######## hilo_muldiv_engine ########
hilo_muldiv_engine, the metal 1 layer:
Supply wires on this layer in gray.
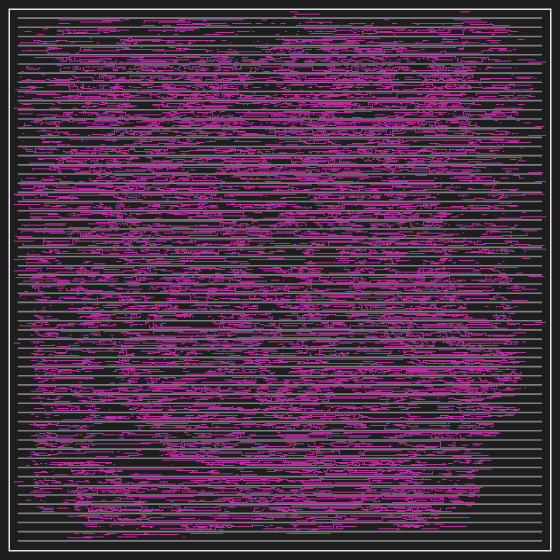

==> src/rtl/hilo_muldiv_engine.sv <==
// Multi-cycle signed multiply (radix-2 Booth) / divide (restoring) engine feeding Hi/Lo.
// A start/busy/done handshake lets the control FSM wait in a single state.
module hilo_muldiv_engine #(
  parameter int WIDTH = 32,
  parameter int CNT_W = 6
) (
  input  logic             clk,
  input  logic             reset,
  input  logic             start,
  input  logic             op,
  input  logic [WIDTH-1:0] a,
  input  logic [WIDTH-1:0] b,
  output logic             busy,
  output logic             done,
  output logic [WIDTH-1:0] hi,
  output logic [WIDTH-1:0] lo,
  output logic             div_zero
);

  typedef enum logic [2:0] {
    S_IDLE,
    S_MUL,
    S_DIV,
    S_FIX,
    S_FIN
  } state_e;

  localparam logic [CNT_W-1:0] CNT_INIT = CNT_W'(WIDTH);

  state_e             state_q, state_d;
  logic [WIDTH:0]     acc_q, acc_d;      // Booth accumulator / division remainder
  logic [WIDTH-1:0]   q_q, q_d;          // multiplier / dividend-quotient
  logic               q1_q, q1_d;
  logic [WIDTH:0]     m_q, m_d;          // sign-extended multiplicand or |divisor|
  logic [CNT_W-1:0]   cnt_q, cnt_d;
  logic               is_div_q, is_div_d;
  logic               neg_quo_q, neg_quo_d;
  logic               neg_rem_q, neg_rem_d;
  logic               dz_q, dz_d;
  logic [WIDTH-1:0]   hi_q, hi_d;
  logic [WIDTH-1:0]   lo_q, lo_d;
  logic               done_q, done_d;
  logic               div_zero_q, div_zero_d;

  logic [WIDTH:0]     booth_sum;
  logic [WIDTH:0]     rem_shift;
  logic [WIDTH+1:0]   trial;
  logic [WIDTH-1:0]   a_mag;
  logic [WIDTH-1:0]   b_mag;

  // NOTE: every *_d gets its default (hold) value first, so no path through this
  // block leaves a signal unassigned and no latch is inferred.
  always_comb begin
    state_d    = state_q;
    acc_d      = acc_q;
    q_d        = q_q;
    q1_d       = q1_q;
    m_d        = m_q;
    cnt_d      = cnt_q;
    is_div_d   = is_div_q;
    neg_quo_d  = neg_quo_q;
    neg_rem_d  = neg_rem_q;
    dz_d       = dz_q;
    hi_d       = hi_q;
    lo_d       = lo_q;
    done_d     = 1'b0;
    div_zero_d = 1'b0;

    a_mag     = a[WIDTH-1] ? -a : a;
    b_mag     = b[WIDTH-1] ? -b : b;
    booth_sum = acc_q;
    rem_shift = {acc_q[WIDTH-1:0], q_q[WIDTH-1]};
    trial     = {1'b0, rem_shift} - {1'b0, m_q};

    unique case ({q_q[0], q1_q})
      2'b01:   booth_sum = acc_q + m_q;
      2'b10:   booth_sum = acc_q - m_q;
      default: booth_sum = acc_q;
    endcase

    unique case (state_q)
      S_IDLE: begin
        // A start landing in the done cycle is dropped, not queued.
        if (start && !done_q) begin
          is_div_d  = op;
          cnt_d     = CNT_INIT;
          acc_d     = '0;
          q1_d      = 1'b0;
          neg_quo_d = a[WIDTH-1] ^ b[WIDTH-1];
          neg_rem_d = a[WIDTH-1];
          dz_d      = 1'b0;
          if (!op) begin
            q_d     = a;
            m_d     = {b[WIDTH-1], b};
            state_d = S_MUL;
          end else if (b == '0) begin
            dz_d    = 1'b1;
            state_d = S_FIN;
          end else begin
            q_d     = a_mag;
            m_d     = {1'b0, b_mag};
            state_d = S_DIV;
          end
        end
      end
      S_MUL: begin
        acc_d = {booth_sum[WIDTH], booth_sum[WIDTH:1]};
        q_d   = {booth_sum[0], q_q[WIDTH-1:1]};
        q1_d  = q_q[0];
        cnt_d = cnt_q - CNT_W'(1);
        if (cnt_d == '0) state_d = S_FIX;
      end
      S_DIV: begin
        if (!trial[WIDTH+1]) begin
          acc_d = trial[WIDTH:0];
          q_d   = {q_q[WIDTH-2:0], 1'b1};
        end else begin
          acc_d = rem_shift;
          q_d   = {q_q[WIDTH-2:0], 1'b0};
        end
        cnt_d = cnt_q - CNT_W'(1);
        if (cnt_d == '0) state_d = S_FIX;
      end
      S_FIX: begin
        // Truncating division: quotient takes the xor of signs, remainder the dividend's.
        if (is_div_q) begin
          q_d   = neg_quo_q ? -q_q : q_q;
          acc_d = {1'b0, (neg_rem_q ? -acc_q[WIDTH-1:0] : acc_q[WIDTH-1:0])};
        end
        state_d = S_FIN;
      end
      S_FIN: begin
        if (!dz_q) begin
          hi_d = acc_q[WIDTH-1:0];
          lo_d = q_q;
        end
        done_d     = 1'b1;
        div_zero_d = dz_q;
        state_d    = S_IDLE;
      end
      default: state_d = S_IDLE;
    endcase
  end

  // NOTE: sequential state is written only with non-blocking (<=) assignments so
  // every flop samples the pre-edge values computed above.
  always_ff @(posedge clk) begin
    if (reset) begin
      state_q    <= S_IDLE;
      acc_q      <= '0;
      q_q        <= '0;
      q1_q       <= 1'b0;
      m_q        <= '0;
      cnt_q      <= '0;
      is_div_q   <= 1'b0;
      neg_quo_q  <= 1'b0;
      neg_rem_q  <= 1'b0;
      dz_q       <= 1'b0;
      hi_q       <= '0;
      lo_q       <= '0;
      done_q     <= 1'b0;
      div_zero_q <= 1'b0;
    end else begin
      state_q    <= state_d;
      acc_q      <= acc_d;
      q_q        <= q_d;
      q1_q       <= q1_d;
      m_q        <= m_d;
      cnt_q      <= cnt_d;
      is_div_q   <= is_div_d;
      neg_quo_q  <= neg_quo_d;
      neg_rem_q  <= neg_rem_d;
      dz_q       <= dz_d;
      hi_q       <= hi_d;
      lo_q       <= lo_d;
      done_q     <= done_d;
      div_zero_q <= div_zero_d;
    end
  end

  assign busy     = (state_q != S_IDLE);
  assign done     = done_q;
  assign div_zero = div_zero_q;
  assign hi       = hi_q;
  assign lo       = lo_q;

endmodule

==> config.mk <==
export PLATFORM = sky130hd
export DESIGN_NAME = hilo_muldiv_engine
export DESIGN_NICKNAME = d
export VERILOG_FILES = /design/src/rtl/hilo_muldiv_engine.sv
export SDC_FILE = /design/constraint.sdc
export NUM_CORES = 1
export LEC_CHECK = 0
export CORE_MARGIN = 2
export CORE_UTILIZATION = 60
export DETAILED_ROUTE_END_ITERATION = 8
export MAX_ROUTING_LAYER = met4
export PLACE_DENSITY = 0.85
export SKIP_LAST_GASP = 1
export SLEW_MARGIN = 20
export SYNTH_ARGS = -nofsm -noshare
export SYNTH_HDL_FRONTEND = slang
export SYNTH_SLANG_ARGS = --single-unit
==> constraint.sdc <==
create_clock -name clk -period 12.9 [get_ports clk]
set_input_delay 1.29 -clock clk [delete_from_list [all_inputs] [get_ports clk]]
set_output_delay 1.29 -clock clk [all_outputs]
set_load 0.01 [all_outputs]
######## multi_op_register ########
### src/rtl/multi_op_register.sv
// Width-generic accumulator: clear/load/inc/dec/shift plus a multi-cycle shift-by-N engine.
// Optional rotate mode (adds port rot) under `MULTI_OP_REGISTER_ROTATE_EN.
module multi_op_register #(
  parameter int WIDTH = 4,
  parameter int SAT   = 0,
  parameter int SHW   = $clog2(WIDTH+1)
) (
  input  logic             clk,
  input  logic             rst_n,
  input  logic             cl,
  input  logic             ld,
  input  logic             inc,
  input  logic             dec,
  input  logic             sr,
  input  logic             ir,
  input  logic             sl,
  input  logic             il,
  input  logic [WIDTH-1:0] in,
  input  logic             start,
  input  logic             dir,
  input  logic [SHW-1:0]   shamt,
`ifdef MULTI_OP_REGISTER_ROTATE_EN
  input  logic             rot,
`endif
  output logic [WIDTH-1:0] out,
  output logic             carry,
  output logic             zero,
  output logic             busy,
  output logic             done
);

  typedef enum logic [1:0] {
    S_IDLE,
    S_SHIFT,
    S_DONE
  } state_t;

  localparam logic [WIDTH-1:0] ONES = '1;
  localparam logic [SHW-1:0]   WMAX = SHW'(WIDTH);

  state_t           state_q, state_d;
  logic [WIDTH-1:0] out_q, out_d;
  logic             carry_q, carry_d;
  logic [SHW-1:0]   cnt_q, cnt_d;
  logic             dir_q, dir_d;
  logic             fill_q, fill_d;
  logic             rot_q, rot_d;
  logic             sr_fill, sl_fill, eng_fill, rot_now;
  logic [SHW-1:0]   amt;

  // Returns {bit shifted out, shifted value}.
  function automatic logic [WIDTH:0] shift1(
    input logic [WIDTH-1:0] v,
    input logic             right,
    input logic             fill
  );
    if (right) shift1 = {v[0], fill, v[WIDTH-1:1]};
    else       shift1 = {v[WIDTH-1], v[WIDTH-2:0], fill};
  endfunction

`ifdef MULTI_OP_REGISTER_ROTATE_EN
  assign rot_now = rot;
`else
  assign rot_now = 1'b0;
`endif

  assign sr_fill  = rot_now ? out_q[0] : ir;
  assign sl_fill  = rot_now ? out_q[WIDTH-1] : il;
  assign eng_fill = !rot_q ? fill_q :
                    (dir_q ? out_q[0] : out_q[WIDTH-1]);
  assign amt      = (shamt > WMAX) ? WMAX : shamt;

  always_comb begin
    state_d = state_q;
    out_d   = out_q;
    carry_d = carry_q;
    cnt_d   = cnt_q;
    dir_d   = dir_q;
    fill_d  = fill_q;
    rot_d   = rot_q;
    unique case (state_q)
      S_SHIFT: begin
        if (cl) begin
          out_d   = '0;
          carry_d = 1'b0;
          state_d = S_IDLE;
        end else begin
          {carry_d, out_d} = shift1(out_q, dir_q, eng_fill);
          cnt_d = cnt_q - SHW'(1);
          if (cnt_q == SHW'(1)) state_d = S_DONE;
        end
      end
      default: begin
        if (state_q != S_IDLE) state_d = S_IDLE;
        if (cl) begin
          out_d   = '0;
          carry_d = 1'b0;
        end else if (ld) begin
          out_d   = in;
          carry_d = 1'b0;
        end else if (inc) begin
          carry_d = (out_q == ONES);
          if (!(SAT != 0 && out_q == ONES)) out_d = out_q + WIDTH'(1);
        end else if (dec) begin
          carry_d = (out_q == '0);
          if (!(SAT != 0 && out_q == '0)) out_d = out_q - WIDTH'(1);
        end else if (sr) begin
          {carry_d, out_d} = shift1(out_q, 1'b1, sr_fill);
        end else if (sl) begin
          {carry_d, out_d} = shift1(out_q, 1'b0, sl_fill);
        end else if (start && state_q == S_IDLE) begin
          cnt_d   = amt;
          dir_d   = dir;
          fill_d  = dir ? ir : il;
          rot_d   = rot_now;
          state_d = (amt == '0) ? S_DONE : S_SHIFT;
        end
      end
    endcase
  end

  always_ff @(posedge clk or negedge rst_n) begin
    if (!rst_n) begin
      state_q <= S_IDLE;
      out_q   <= '0;
      carry_q <= 1'b0;
      cnt_q   <= '0;
      dir_q   <= 1'b0;
      fill_q  <= 1'b0;
      rot_q   <= 1'b0;
    end else begin
      state_q <= state_d;
      out_q   <= out_d;
      carry_q <= carry_d;
      cnt_q   <= cnt_d;
      dir_q   <= dir_d;
      fill_q  <= fill_d;
      rot_q   <= rot_d;
    end
  end

  assign out   = out_q;
  assign carry = carry_q;
  assign zero  = (out_q == '0);
  assign busy  = (state_q == S_SHIFT);
  assign done  = (state_q == S_DONE);

endmodule

### config.mk
export PLATFORM = sky130hd
export DESIGN_NAME = multi_op_register
export DESIGN_NICKNAME = d
export VERILOG_FILES = /design/src/rtl/multi_op_register.sv
export SDC_FILE = /design/constraint.sdc
export NUM_CORES = 1
export LEC_CHECK = 0
export CORE_MARGIN = 4
export CORE_UTILIZATION = 35
export CTS_BUF_LIST = sky130_fd_sc_hd__clkbuf_8
export DETAILED_ROUTE_END_ITERATION = 8
export PLACE_DENSITY_LB_ADDON = 0.08
export SYNTH_ARGS = -nofsm -noshare
export SYNTH_HDL_FRONTEND = slang
export SYNTH_SLANG_ARGS = --single-unit
### constraint.sdc
create_clock -name clk -period 2.05 [get_ports clk]
set_input_delay 0.41 -clock clk [delete_from_list [all_inputs] [get_ports clk]]
set_output_delay 0.41 -clock clk [all_outputs]
set_load 0.01 [all_outputs]
######## xhost_bridge ########
## config.mk

```make
export PLATFORM = sky130hd
export DESIGN_NAME = xhost_bridge
export DESIGN_NICKNAME = d
export VERILOG_FILES = /design/src/rtl/xhost_bridge_pkg.sv /design/src/rtl/xhost_txser.sv /design/src/rtl/xhost_bridge.sv
export SDC_FILE = /design/constraint.sdc
export NUM_CORES = 1
export LEC_CHECK = 0
export ABC_AREA = 1
export CORE_ASPECT_RATIO = 0.6
export CORE_MARGIN = 2
export CORE_UTILIZATION = 46
export CTS_CLUSTER_DIAMETER = 80
export DETAILED_ROUTE_END_ITERATION = 7
export GPL_TIMING_DRIVEN = 1
export PLACE_DENSITY = 0.88
export SETUP_SLACK_MARGIN = 0.02
export SLEW_MARGIN = 15
export SYNTH_ARGS = -nofsm -noshare
export SYNTH_HDL_FRONTEND = slang
export SYNTH_HIERARCHICAL = 1
export SYNTH_SLANG_ARGS = --single-unit
```

## constraint.sdc

```tcl
create_clock -name clk -period 1.7 [get_ports clk]
set_input_delay 0.255 -clock clk [delete_from_list [all_inputs] [get_ports clk]]
set_output_delay 0.255 -clock clk [all_outputs]
set_load 0.005 [all_outputs]
```

## src/rtl/xhost_bridge_pkg.sv

```systemverilog
// -----------------------------------------------------------------------------
// xhost_bridge_pkg
// Shared definitions for the host command bridge: frame opcodes, FSM state
// encoding, default word/address widths and the bytes-per-word derivation.
// No ports (package).
// -----------------------------------------------------------------------------
package xhost_bridge_pkg;

  // Default widths matching the processor register file
  localparam int XH_DATA_W      = 32;
  localparam int XH_REGF_ADDR_W = 4;

  // Frame opcodes (ASCII 'W', 'R', 'S')
  localparam logic [7:0] OP_WR = 8'h57;
  localparam logic [7:0] OP_RD = 8'h52;
  localparam logic [7:0] OP_ST = 8'h53;

  typedef enum logic [2:0] {
    S_IDLE  = 3'd0,
    S_ADDR  = 3'd1,
    S_WDATA = 3'd2,
    S_WRITE = 3'd3,
    S_RWAIT = 3'd4,
    S_RCAP  = 3'd5,
    S_TX    = 3'd6
  } state_e;

  // Bytes per register-file word
  function automatic int nb_of(input int data_w);
    return data_w / 8;
  endfunction

endpackage

```

## src/rtl/xhost_txser.sv

```systemverilog
// -----------------------------------------------------------------------------
// xhost_txser
// Parallel-load byte serializer. A load captures a word and a byte count;
// bytes are then presented LSB first on a registered valid/data pair and
// shifted out one per handshake. Used for read and status responses.
// Ports:
//   i_clk, i_rst_n   clock, asynchronous active-low reset
//   i_load           load i_data/i_count (only issued while idle)
//   i_data           word to serialize
//   i_count          number of bytes to send (0 = nothing)
//   i_tx_ready       sink ready
//   o_tx_data        current byte (registered)
//   o_tx_valid       byte valid (registered)
//   o_last           handshake of the final byte is happening this cycle
// -----------------------------------------------------------------------------
module xhost_txser #(
  parameter int DATA_W = 32,
  parameter int CNT_W  = 3
) (
  input  logic              i_clk,
  input  logic              i_rst_n,
  input  logic              i_load,
  input  logic [DATA_W-1:0] i_data,
  input  logic [CNT_W-1:0]  i_count,
  input  logic              i_tx_ready,
  output logic [7:0]        o_tx_data,
  output logic              o_tx_valid,
  output logic              o_last
);

  logic [DATA_W-1:0] r_shift;
  logic [CNT_W-1:0]  r_count;
  logic              r_valid;
  logic              w_hs;

  assign w_hs   = r_valid & i_tx_ready;
  assign o_last = w_hs & (r_count == CNT_W'(1));

  // Shift register, remaining-byte counter and valid flag
  always_ff @(posedge i_clk or negedge i_rst_n) begin
    if (!i_rst_n) begin
      r_shift <= '0;
      r_count <= '0;
      r_valid <= 1'b0;
    end else if (i_load) begin
      r_shift <= i_data;
      r_count <= i_count;
      r_valid <= (i_count != '0);
    end else if (w_hs) begin
      // Data only moves on a handshake, so it holds steady under backpressure
      r_shift <= r_shift >> 8;
      r_count <= r_count - CNT_W'(1);
      r_valid <= (r_count != CNT_W'(1));
    end
  end

  assign o_tx_data  = r_shift[7:0];
  assign o_tx_valid = r_valid;

endmodule

```

## src/rtl/xhost_bridge.sv

```systemverilog
// -----------------------------------------------------------------------------
// xhost_bridge
// Host-side command bridge in front of the processor register-file port.
// Parses a byte stream (write 'W' addr d0..dN-1, read 'R' addr, status 'S')
// into register-file writes/reads and returns read data / trap status as a
// byte stream. rx and tx never overlap.
// Ports:
//   clk, rst              clock, asynchronous active-low reset
//   rx_data/valid/ready   command byte stream in
//   tx_data/valid/ready   response byte stream out
//   par_addr/we/in/out    register-file port
//   trap                  processor trap flag (reported by status frame)
//   busy                  frame in progress
//   err                   one-cycle pulse on an illegal opcode
// -----------------------------------------------------------------------------
module xhost_bridge
  import xhost_bridge_pkg::*;
#(
  parameter int DATA_W      = XH_DATA_W,
  parameter int REGF_ADDR_W = XH_REGF_ADDR_W
) (
  input  logic                   clk,
  input  logic                   rst,
  input  logic [7:0]             rx_data,
  input  logic                   rx_valid,
  output logic                   rx_ready,
  output logic [7:0]             tx_data,
  output logic                   tx_valid,
  input  logic                   tx_ready,
  output logic [REGF_ADDR_W-1:0] par_addr,
  output logic                   par_we,
  output logic [DATA_W-1:0]      par_in,
  input  logic [DATA_W-1:0]      par_out,
  input  logic                   trap,
  output logic                   busy,
  output logic                   err
);

  localparam int NB    = nb_of(DATA_W);
  localparam int CNT_W = $clog2(NB + 1);

  state_e                 r_state;
  state_e                 w_next_state;
  logic [7:0]             r_opcode;
  logic [CNT_W-1:0]       r_byte_cnt;
  logic [REGF_ADDR_W-1:0] r_par_addr;
  logic [DATA_W-1:0]      r_par_in;
  logic                   r_par_we;
  logic                   r_busy;
  logic                   r_err;
  logic                   r_rx_ready;

  logic                   w_accept;
  logic                   w_ld;
  logic [DATA_W-1:0]      w_ld_data;
  logic [CNT_W-1:0]       w_ld_cnt;
  logic                   w_err;
  logic                   w_latch_op;
  logic                   w_latch_addr;
  logic                   w_wr_byte;
  logic                   w_tx_last;

  assign w_accept = rx_valid & r_rx_ready;

  // Next-state and datapath control decode
  always_comb begin
    w_next_state = r_state;
    w_ld         = 1'b0;
    w_ld_data    = '0;
    w_ld_cnt     = '0;
    w_err        = 1'b0;
    w_latch_op   = 1'b0;
    w_latch_addr = 1'b0;
    w_wr_byte    = 1'b0;
    case (r_state)
      S_IDLE: begin
        if (w_accept) begin
          case (rx_data)
            OP_WR, OP_RD: begin
              w_latch_op   = 1'b1;
              w_next_state = S_ADDR;
            end
            OP_ST: begin
              // Trap is sampled in the accept cycle; response is {7'b0, trap}
              w_ld         = 1'b1;
              w_ld_data    = DATA_W'(trap);
              w_ld_cnt     = CNT_W'(1);
              w_next_state = S_TX;
            end
            default: begin
              w_err        = 1'b1;
              w_next_state = S_IDLE;
            end
          endcase
        end else begin
          w_next_state = S_IDLE;
        end
      end
      S_ADDR: begin
        if (w_accept) begin
          w_latch_addr = 1'b1;
          if (r_opcode == OP_WR) begin
            w_next_state = S_WDATA;
          end else begin
            w_next_state = S_RWAIT;
          end
        end else begin
          w_next_state = S_ADDR;
        end
      end
      S_WDATA: begin
        if (w_accept) begin
          w_wr_byte = 1'b1;
          if (r_byte_cnt == CNT_W'(NB - 1)) begin
            w_next_state = S_WRITE;
          end else begin
            w_next_state = S_WDATA;
          end
        end else begin
          w_next_state = S_WDATA;
        end
      end
      S_WRITE: w_next_state = S_IDLE;
      // One settle cycle so a registered register file has its data ready
      S_RWAIT: w_next_state = S_RCAP;
      S_RCAP: begin
        w_ld         = 1'b1;
        w_ld_data    = par_out;
        w_ld_cnt     = CNT_W'(NB);
        w_next_state = S_TX;
      end
      S_TX: begin
        if (w_tx_last) begin
          w_next_state = S_IDLE;
        end else begin
          w_next_state = S_TX;
        end
      end
      default: w_next_state = S_IDLE;
    endcase
  end

  // FSM state register
  always_ff @(posedge clk or negedge rst) begin
    if (!rst) begin
      r_state <= S_IDLE;
    end else begin
      r_state <= w_next_state;
    end
  end

  // Opcode, address and write-data capture
  always_ff @(posedge clk or negedge rst) begin
    if (!rst) begin
      r_opcode   <= 8'h00;
      r_byte_cnt <= '0;
      r_par_addr <= '0;
      r_par_in   <= '0;
    end else begin
      if (w_latch_op) begin
        r_opcode <= rx_data;
      end
      if (w_latch_addr) begin
        r_par_addr <= rx_data[REGF_ADDR_W-1:0];
        r_byte_cnt <= '0;
      end
      if (w_wr_byte) begin
        r_byte_cnt <= r_byte_cnt + CNT_W'(1);
      end
      // Little-endian byte lanes
      for (int b = 0; b < NB; b++) begin
        if (w_wr_byte && (r_byte_cnt == CNT_W'(b))) begin
          r_par_in[8*b +: 8] <= rx_data;
        end
      end
    end
  end

  // Registered status/strobe outputs, decoded from the next state so they
  // line up with the state they describe. rx_ready stays low while in reset.
  always_ff @(posedge clk or negedge rst) begin
    if (!rst) begin
      r_par_we   <= 1'b0;
      r_busy     <= 1'b0;
      r_err      <= 1'b0;
      r_rx_ready <= 1'b0;
    end else begin
      r_par_we   <= (w_next_state == S_WRITE);
      r_busy     <= (w_next_state != S_IDLE);
      r_err      <= w_err;
      r_rx_ready <= (w_next_state == S_IDLE) || (w_next_state == S_ADDR) ||
                    (w_next_state == S_WDATA);
    end
  end

  xhost_txser #(
    .DATA_W (DATA_W),
    .CNT_W  (CNT_W)
  ) u_txser (
    .i_clk      (clk),
    .i_rst_n    (rst),
    .i_load     (w_ld),
    .i_data     (w_ld_data),
    .i_count    (w_ld_cnt),
    .i_tx_ready (tx_ready),
    .o_tx_data  (tx_data),
    .o_tx_valid (tx_valid),
    .o_last     (w_tx_last)
  );

  assign rx_ready = r_rx_ready;
  assign par_addr = r_par_addr;
  assign par_in   = r_par_in;
  assign par_we   = r_par_we;
  assign busy     = r_busy;
  assign err      = r_err;

endmodule

```

######## pipeio_fifo_port_flat ########
===== src/rtl/pipeio_fifo_port_if.sv =====
// CPU load/store bus and external TX/RX handshakes of the MEM-stage I/O port.
// The slave modport is the port itself; master is the CPU/device side.
interface pipeio_fifo_port_if;
   logic [31:0] malu;
   logic [31:0] mb;
   logic        wen;
   logic        ren;
   logic [31:0] rdata;
   logic [31:0] tx_data;
   logic        tx_valid;
   logic        tx_ready;
   logic [31:0] rx_data;
   logic        rx_valid;
   logic        rx_ready;

   modport slave (
      input  malu, mb, wen, ren,
      input  tx_ready, rx_data, rx_valid,
      output rdata, tx_data, tx_valid, rx_ready
   );

   modport master (
      output malu, mb, wen, ren,
      output tx_ready, rx_data, rx_valid,
      input  rdata, tx_data, tx_valid, rx_ready
   );
endinterface


===== src/rtl/pipeio_fifo_port.sv =====
// Memory-mapped I/O port: TX FIFO for stores, RX holding register for loads.
// Define PIPEIO_IRQ_EN to implement CTRL enables and the registered irq.
module pipeio_fifo_port #(
   parameter int DEPTH = 4,
   parameter int CW    = 3
) (
   input  logic              clock,
   input  logic              resetn,
   pipeio_fifo_port_if.slave bus,
   output logic              irq
);
   localparam int AW = $clog2(DEPTH);

   logic [31:0]   mem [DEPTH];
   logic [AW-1:0] rd_ptr;
   logic [AW-1:0] wr_ptr;
   logic [CW-1:0] count;
   logic [31:0]   rx_word;
   logic          rx_full;
   logic          ovf;
   logic [1:0]    ctrl;
   logic [1:0]    cnt2;
   logic [1:0]    sel;
   logic          io;
   logic          tx_empty;
   logic          tx_full;
   logic          push;
   logic          pop;
   logic          do_push;
   logic          ovf_set;
   logic          ovf_clr;
   logic          ctrl_wr;
   logic          rx_pop;
   logic          capture;
   logic          unused_bits;

   assign io       = bus.malu[7];
   assign sel      = bus.malu[3:2];
   assign tx_empty = (count == '0);
   assign tx_full  = (count == CW'(DEPTH));

   // A push into a full FIFO still lands when the head leaves the same cycle
   assign push    = bus.wen & io & (sel == 2'd0);
   assign pop     = bus.tx_ready & ~tx_empty;
   assign do_push = push & (~tx_full | pop);
   assign ovf_set = push & tx_full & ~pop;
   assign ctrl_wr = bus.wen & io & (sel == 2'd3);
   assign ovf_clr = ctrl_wr & bus.mb[2];
   assign rx_pop  = bus.ren & io & (sel == 2'd1) & rx_full;
   assign capture = bus.rx_valid & ~rx_full;

   assign bus.tx_valid = ~tx_empty;
   assign bus.tx_data  = mem[rd_ptr];
   assign bus.rx_ready = ~rx_full;

   assign unused_bits = ^{bus.malu[31:8],
                          bus.malu[6:4],
                          bus.malu[1:0]};

   generate
      if (DEPTH > 4) begin : g_sat
         assign cnt2 = (count > CW'(3)) ? 2'd3
                                       : count[1:0];
      end else begin : g_raw
         assign cnt2 = count[1:0];
      end
   endgenerate

   always_ff @(posedge clock) begin
      if (!resetn) begin
         count  <= '0;
         rd_ptr <= '0;
         wr_ptr <= '0;
      end else begin
         if (do_push)
            wr_ptr <= wr_ptr + AW'(1);
         if (pop)
            rd_ptr <= rd_ptr + AW'(1);
         if (do_push & ~pop)
            count <= count + CW'(1);
         else if (pop & ~do_push)
            count <= count - CW'(1);
      end
   end

   always_ff @(posedge clock) begin
      if (resetn && do_push)
         mem[wr_ptr] <= bus.mb;
   end

   // ovf: a new overflow outranks a clear in the same cycle
   always_ff @(posedge clock) begin
      if (!resetn) begin
         ovf     <= 1'b0;
         rx_full <= 1'b0;
      end else begin
         if (ovf_set)
            ovf <= 1'b1;
         else if (ovf_clr)
            ovf <= 1'b0;
         if (rx_pop)
            rx_full <= 1'b0;
         else if (capture)
            rx_full <= 1'b1;
      end
   end

   always_ff @(posedge clock) begin
      if (resetn && capture)
         rx_word <= bus.rx_data;
   end

`ifdef PIPEIO_IRQ_EN
   always_ff @(posedge clock) begin
      if (!resetn) begin
         ctrl <= '0;
         irq  <= 1'b0;
      end else begin
         if (ctrl_wr)
            ctrl <= bus.mb[1:0];
         irq <= (ctrl[0] & rx_full)
              | (ctrl[1] & tx_empty);
      end
   end
`else
   assign ctrl = 2'b00;
   assign irq  = 1'b0;
`endif

   always_comb begin
      bus.rdata = '0;
      if (io) begin
         unique case (1'b1)
            sel == 2'd0: bus.rdata = '0;
            sel == 2'd1: bus.rdata = rx_word;
            sel == 2'd2: bus.rdata = {26'b0, ovf, rx_full,
                                      tx_full, tx_empty, cnt2};
            sel == 2'd3: bus.rdata = {30'b0, ctrl};
            default:     bus.rdata = '0;
         endcase
      end
   end
endmodule

===== src/flat_wrapper.sv =====
// flat-port wrapper written by rule: the top's interface ports become plain ports
module pipeio_fifo_port_flat 
#(
   parameter int DEPTH = 4,
   parameter int CW    = 3
)
  (clock, resetn, irq, bus_malu, bus_mb, bus_wen, bus_ren, bus_tx_ready, bus_rx_data, bus_rx_valid, bus_rdata, bus_tx_data, bus_tx_valid, bus_rx_ready);
  pipeio_fifo_port_if bus_i ();
  input  logic clock;
  input  logic resetn;
  output logic irq;
  input wire logic [$bits(bus_i.malu)-1:0] bus_malu;
  input wire logic [$bits(bus_i.mb)-1:0] bus_mb;
  input wire logic [$bits(bus_i.wen)-1:0] bus_wen;
  input wire logic [$bits(bus_i.ren)-1:0] bus_ren;
  input wire logic [$bits(bus_i.tx_ready)-1:0] bus_tx_ready;
  input wire logic [$bits(bus_i.rx_data)-1:0] bus_rx_data;
  input wire logic [$bits(bus_i.rx_valid)-1:0] bus_rx_valid;
  output wire logic [$bits(bus_i.rdata)-1:0] bus_rdata;
  output wire logic [$bits(bus_i.tx_data)-1:0] bus_tx_data;
  output wire logic [$bits(bus_i.tx_valid)-1:0] bus_tx_valid;
  output wire logic [$bits(bus_i.rx_ready)-1:0] bus_rx_ready;
  assign bus_i.malu = bus_malu;
  assign bus_i.mb = bus_mb;
  assign bus_i.wen = bus_wen;
  assign bus_i.ren = bus_ren;
  assign bus_i.tx_ready = bus_tx_ready;
  assign bus_i.rx_data = bus_rx_data;
  assign bus_i.rx_valid = bus_rx_valid;
  assign bus_rdata = bus_i.rdata;
  assign bus_tx_data = bus_i.tx_data;
  assign bus_tx_valid = bus_i.tx_valid;
  assign bus_rx_ready = bus_i.rx_ready;
  pipeio_fifo_port #(.DEPTH(DEPTH), .CW(CW)) u_core (.clock(clock), .resetn(resetn), .bus(bus_i), .irq(irq));
endmodule

===== config.mk =====
export PLATFORM = sky130hd
export DESIGN_NAME = pipeio_fifo_port_flat
export DESIGN_NICKNAME = d
export VERILOG_FILES = /design/src/rtl/pipeio_fifo_port_if.sv /design/src/rtl/pipeio_fifo_port.sv /design/src/flat_wrapper.sv
export SDC_FILE = /design/constraint.sdc
export NUM_CORES = 1
export LEC_CHECK = 0
export ABC_AREA = 1
export CELL_PAD_IN_SITES_DETAIL_PLACEMENT = 1
export CELL_PAD_IN_SITES_GLOBAL_PLACEMENT = 1
export CORE_ASPECT_RATIO = 1.25
export CORE_MARGIN = 5
export CORE_UTILIZATION = 39
export CTS_CLUSTER_SIZE = 10
export DETAILED_ROUTE_END_ITERATION = 16
export PLACE_DENSITY = 0.87
export SKIP_LAST_GASP = 1
export SLEW_MARGIN = 25
export SYNTH_ARGS = -nofsm -noshare
export SYNTH_HDL_FRONTEND = slang
export SYNTH_SLANG_ARGS = --single-unit

===== constraint.sdc =====
create_clock -name clock -period 2.6 [get_ports clock]
set_clock_uncertainty 0.05 [all_clocks]
set_input_delay 0.26 -clock clock [delete_from_list [all_inputs] [get_ports clock]]
set_output_delay 0.26 -clock clock [all_outputs]
set_load 0.05 [all_outputs]

pipeio_fifo_port_flat, the clock network:
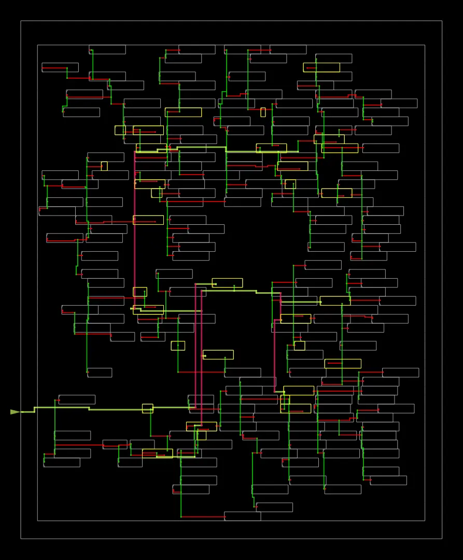
CTS Buf Count: 17
Flops: 171
Worst-Skew Late Latency: 410 ps
clk_buf instances: 17
Clk. pwr: 0.00268 W

==> notes.md, pipeio_fifo_port_flat <==
yosys + openroad results -> Worst setup EP type=output port, met2 Track Usage GR=31.6%, final tally of max-slew violations=0, Slowest cell on crit path=dfxtp_2, final setup fails=0, logic area=1390 um2, Worst Path Max Fanout=43, most used cell, CP=buf_4, mux share=0%, # resized after CTS=0, fmax=447 MHz, Power Dens Cells=841 nW/um2, grt total ovfl=0, Layout Cells excl Fill=890, status=finished clean, die height=157 um, 1st-pass router iterations=4, Die Area=20,000 um2, XOR/XNOR Fraction of Synth Area=0%
pipeio_fifo_port_flat: sequential cells by signal, summed over array words and instances, names as in the netlist, named ones only:
name,cells
u_core.mem,128
u_core.rd_ptr,2
u_core.ovf,1
u_core.count,3
u_core.rx_full,1
u_core.rx_word,32
u_core.wr_ptr,2
pipeio_fifo_port_flat: cells in the final DEF (no fill, tap or decap), drive strengths merged:
cell type / count
edfxtp: 160
nor2: 107
buf: 75
clkdlybuf4s50: 74
o21ai: 66
inv: 54
o22ai: 32
nand2: 30
clkbuf: 17
a21oi: 12
dfxtp: 11
nand3: 10
ha: 9
bufinv: 4
clkinv: 4
clkinvlp: 2
a31o: 1
fa: 1
conb: 1
pipeio_fifo_port_flat: power breakdown:
group / total [W] / internal (W) / switching, W
Sequential: 0.00313 / 0.00308 / 0.0000581
Combinational: 0.00191 / 0.000580 / 0.00133
Clock: 0.00268 / 0.00163 / 0.00105
Total: 0.00773 / 0.00529 / 0.00244
pipeio_fifo_port_flat: layer usage:
layer | wire, um | up-vias
met5 | 0 | -
met4 | 254 | 0
met3 | 1170 | 20
met2 | 9010 | 137
met1 | 6290 | 2206
li1 | - | 2100
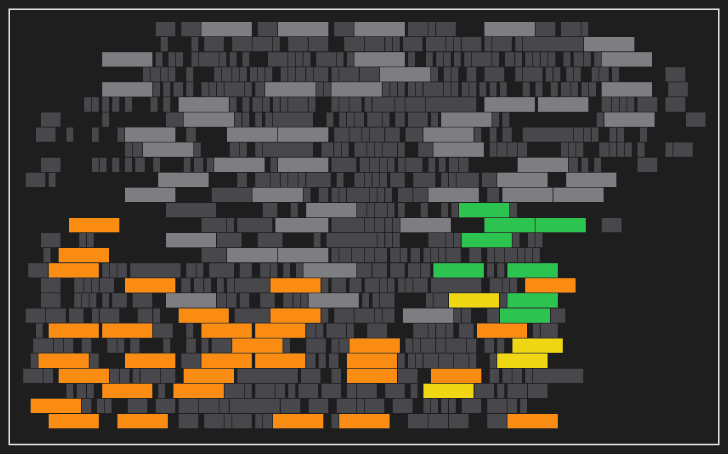
xhost_bridge: sequential cells grouped by signal name
Other sequential cells in the stronger gray, the rest of the logic in the fainter gray.
| signal | color | placed flops |
|---|---|---|
| `r_opcode` | green | 8 |
| `par_addr` | yellow | 4 |
| `par_in` | orange | 32 |
not colored: 46
flop share of the area: 39.0%
Finished Core Util: 63.8%
Sequential cell area: 2250 um2
reported sequential group power: 0.00314 W

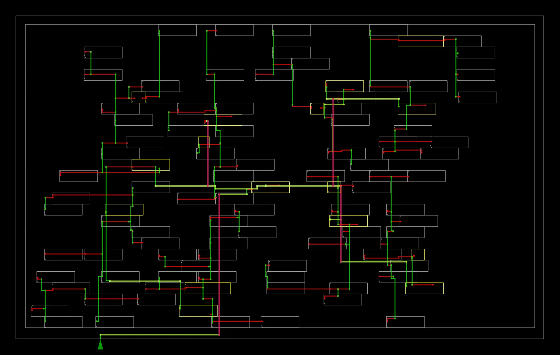
xhost_bridge: the clock network
Flops: 90
Worst-Skew Late Latency: 350 ps

==> notes.md, xhost_bridge <==
yosys + openroad results -> status=finished clean, Area after DPL=5400 um2, 1st-pass router iterations=5, Main synth FF type=dfrtp_1, final setup fails=0, Power Dens Cells=1410 nW/um2, final cycle utilization of the critical path=92.7%, count of library flops with an enable pin=0, Top logic family=simple AND/OR/NAND/NOR gates, Leakage=2.94 nW, synth-to-layout area growth=36.7%, DP Worst Slack=-290 ps, cell internal pwr=0.00545 W, clock sink count=90, CTS Buf Count=9, depth of the CTS H-tree=3, CTS Root Cell=clkbuf_16, final setup margin=125 ps, Die Area=10000 um2, Non-clock buffers=129, CTS tree=built, Simple-Gate Fraction of Synth Area=27.8%, Post-Synth Adder-Cell Area=2.07%, io pins=94, Worst setup EP type=register, R2R depth=10, Power, Total=0.00814 W
-- xhost_bridge: layer usage --
| metal | vias to the layer above | wire length, um | GRT usage, % |
|---|---|---|---|
| met3 | 19 | 487 | 4.57 |
| met4 | 0 | 138 | 6.92 |
| met1 | 1786 | 4690 | 29.4 |
| met5 | - | 0 | 0 |
| met2 | 98 | 5200 | 37.2 |
| li1 | 1812 | - | - |
-- xhost_bridge: synth_stat cells, types with 3 or more instances --
cell type,instances,share of area (%)
clkbuf_1,4,0.36
nand3_4,3,1.2
nand2_1,163,14
o21ai_0,23,2.7
o21ai_1,24,2.8
buf_4,11,2.0
nand3_1,36,4.3
nand4_1,6,0.89
dfrtp_1,90,53
or2_2,3,0.44
inv_1,68,6.0
nor2_1,58,5.2
ha_1,7,2.1
buf_6,7,1.9
-- xhost_bridge: power groups by stage --
stage          Sequential, W  Clock, W  Combinational, W
2_1_floorplan        0.00311         0           0.00143
3_3_place_gp         0.00313         0           0.00261
3_5_place_dp         0.00315         0           0.00276
4_1_cts              0.00313   0.00219           0.00281
5_1_grt              0.00321   0.00228           0.00313
6_report             0.00314   0.00215           0.00284
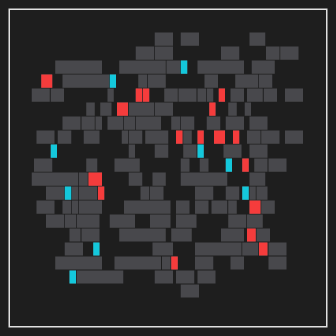
multi_op_register: gate families picked out
| family | color | cells |
|---|---|---|
| nand cells | red | 17 |
| inv cells | cyan | 9 |

==> notes.md, multi_op_register <==
yosys + openroad results -> status=finished clean, most frequent cell after synthesis=dfrtp_1, crit-path max cell delay=540 ps, Yosys top cell by area=dfrtp_1, 1st-pass router iterations=4, Final Hold Fails=0, global-route track usage on met1=20.0%, fmax=532 MHz, Layout Cells excl Fill=181, core footprint=2730 um2, Worst-path clk slew=50 ps, Worst Skew=0.594 ps, r2r startpoint=state_q[1], DR vias/cell=5.41, RSZ-0062 raised after global routing=no, Finished Core Util=50.8%, top post-synthesis cells by area=dfrtp_1, mux2i_1, ha_1, post-synthesis cell count from yosys=117, Total Routing Usage GR=16.4%, depth of the CTS H-tree=1, CTS tree=built, layout cell share with drive strength beyond 1=14.0%, relative slew slack=60.0%
[multi_op_register: registers in the layout (all words and copies together), names as in the netlist]
register and count:
carry 1, state_q 2, dir_q 1, fill_q 1, cnt_q 3, out 4
[multi_op_register: report_power, final]
part	internal (W)	switching (W)
Sequential	0.000268	0.0000283
Combinational	0.000141	0.000121
Clock	0.000170	0.0000877
[multi_op_register: kinds of logic after synthesis]
group,Yosys count,share of synthesized area [%]
adders and majority gates,4,5.01
and+or+nand+nor,37,19.2
buffers and inverters,17,8.27
AOI/OAI and AO/OA,32,22.3
xor gates and xnor gates,3,2.63
DFF,12,30.1
muxes,12,12.5
[multi_op_register: area by class of cell]
cell class | count | area, um2 | share of cell area [%]
clock buffers | 4 | 55.1 | 3.96
well taps | 31 | 38.8 | 2.79
multi-input cells | 88 | 621 | 44.6
repair buffers | 37 | 342 | 24.6
inverters | 9 | 33.8 | 2.43
flip-flops and latches | 12 | 300 | 21.6
[multi_op_register: worst min-delay path, delay by kind of cell, from the launching register on]
kind               cells  cell delay, ps
and+or+nand+nor        1              50
AOI/OAI and AO/OA      1              70
DFF                    1             360
[multi_op_register: repair_timing]
item,4_1_cts,5_1_grt
buffers inserted,0,0
endpoints found under the setup margin,1,0
resized,2,0
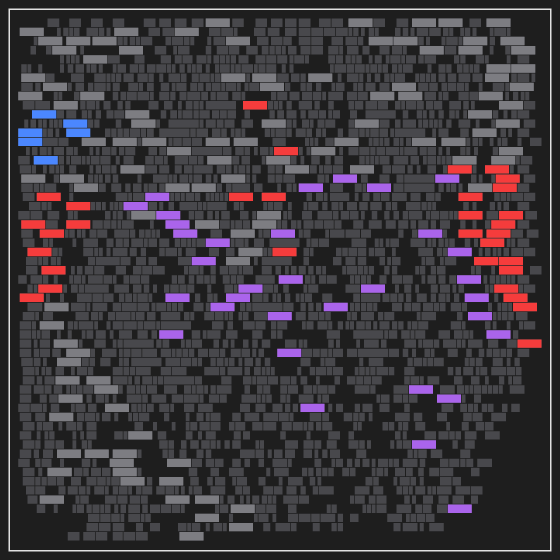
hilo_muldiv_engine: sequential cells grouped by signal name
Other sequential cells in the stronger gray, the rest of the logic in the fainter gray.
| signal | color | placed flops |
|---|---|---|
| `cnt_q` | blue | 6 |
| `acc_q` | purple | 33 |
| `hi` | red | 32 |
not colored: 107

Notes on 'the metal 1 layer' of hilo_muldiv_engine above:
share of all routed wire: 42%
wire length on this layer: 20.3 mm
main direction: horizontal
global-route track usage on met1: 51.2%
Vias: 16.1k
final WL: 48.8 mm

==> notes.md, hilo_muldiv_engine <==
yosys + openroad results -> Yosys reg bits=178, CTS tree=built, Yosys cell types=74, Worst Skew=17.6 ps, Area after DPL=16,000 um2, RSZ-0062 raised after global routing=no, top post-synthesis cells by count=nand2_1, a21oi_1, nor2_1, Top Layout Cells=nand2_1, a21oi_1, nor2_1, WP data required=13,220 ps, Post-Synth Adder-Cell Area=6.52%, syn_area_per_cell=7.11 um2, Gate power share=67.7%, Total Routing Usage GR=38.1%, fmax=200 MHz, fin nets=2,230, GP Congestion=1.02, Hold WS=456 ps, hpwl dp=35.1 mm, critical path class=register to register, clock sink count=178, reported sequential group power=0.000951 W, min-delay worst type=register to register, status=finished clean, antenna violations before repair=0, CTS Buf Count=17
## hilo_muldiv_engine: logic make-up (layout without fill, tap and decap cells)
kind of cell,after synthesis,in the layout
compound gates,654,654
xor+xnor,166,166
fa+ha+maj,75,75
buf+inv,216,258
flops,178,178
mux,31,31
simple gates,738,738
## hilo_muldiv_engine: routing by layer
| metal | up-vias | GRT usage [%] | share of wire [%] |
|---|---|---|---|
| met5 | - | - | 0 |
| met4 | 0 | 14.8 | 3.5 |
| met3 | 137 | 5.04 | 10 |
| met2 | 1027 | 58.3 | 44 |
| met1 | 7425 | 51.2 | 42 |
| li1 | 7500 | - | - |
## hilo_muldiv_engine: worst paths after layout
check	startpoint	slack [ps]	to
setup reg to reg	m_q[1]	7910	acc_q[29]
hold reg to reg	hi[29]	460	hi[29]
setup / recovery	m_q[1]	7910	acc_q[29]
hold / removal	hi[29]	460	hi[29]
## hilo_muldiv_engine: worst min-delay path: stages (launching register included)
cell	delay, ps
dfxtp_1	310
nand2_1	50
a21oi_1	50
## hilo_muldiv_engine: area by class of cell
type,instances,area (um2)
flip-flops and latches,178,3560
clock inverters,14,160
multi-input cells,1664,10300
clock buffers,18,429
well taps,324,405
fillers,2098,7500
repair buffers,154,1490
inverters,72,270


## Gallery

Gate families picked out.
Plate I
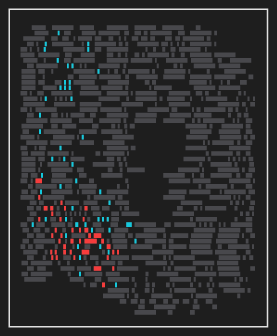
Plate II
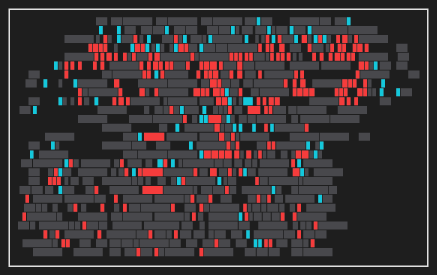
Plate III
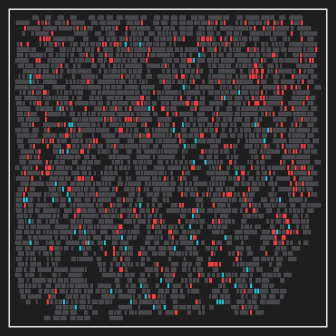
The one with the most cells is Plate III.
Plate I -> pipeio_fifo_port_flat
Plate II -> xhost_bridge
Plate III -> hilo_muldiv_engine

Key to Plate III:
| family | color | cells | where |
|---|---|---|---|
| inv cells | cyan | 72 | spread over the die |
| nand cells | red | 330 | spread over the die |


==> gallery <==
Power grid.
Pins as bars on the die edge.
(a)
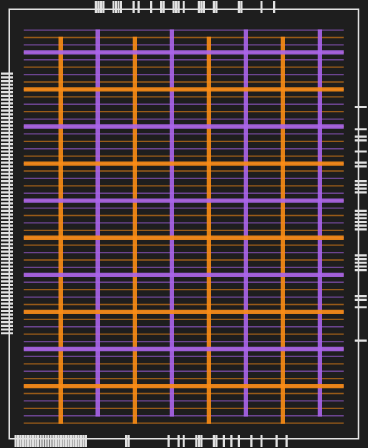
(b)
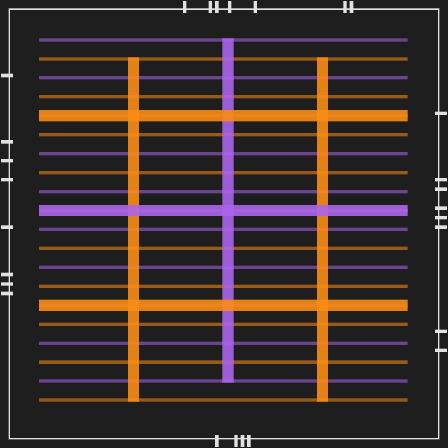
(c)
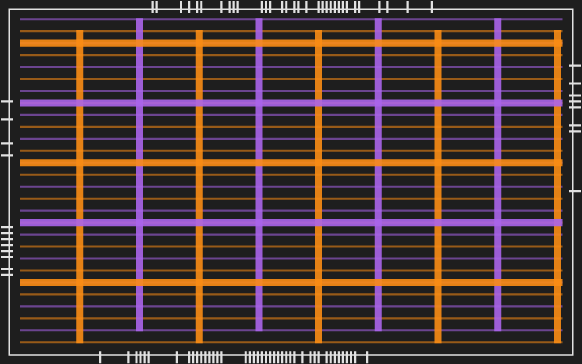
(d)
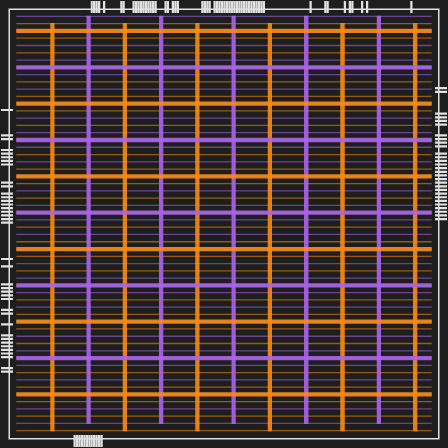
hilo_muldiv_engine -> (d)
xhost_bridge -> (c)
pipeio_fifo_port_flat -> (a)
multi_op_register -> (b)
Of these, largest die: (d)
Of these, most pins: (a)

Key to (b):
| net | color |
|---|---|
| VSS | orange |
| VDD | purple |
met1 rails: 20
rows: 19
met5 straps: 3
met4 straps: 3

Power and IR drop assume default switching activity.
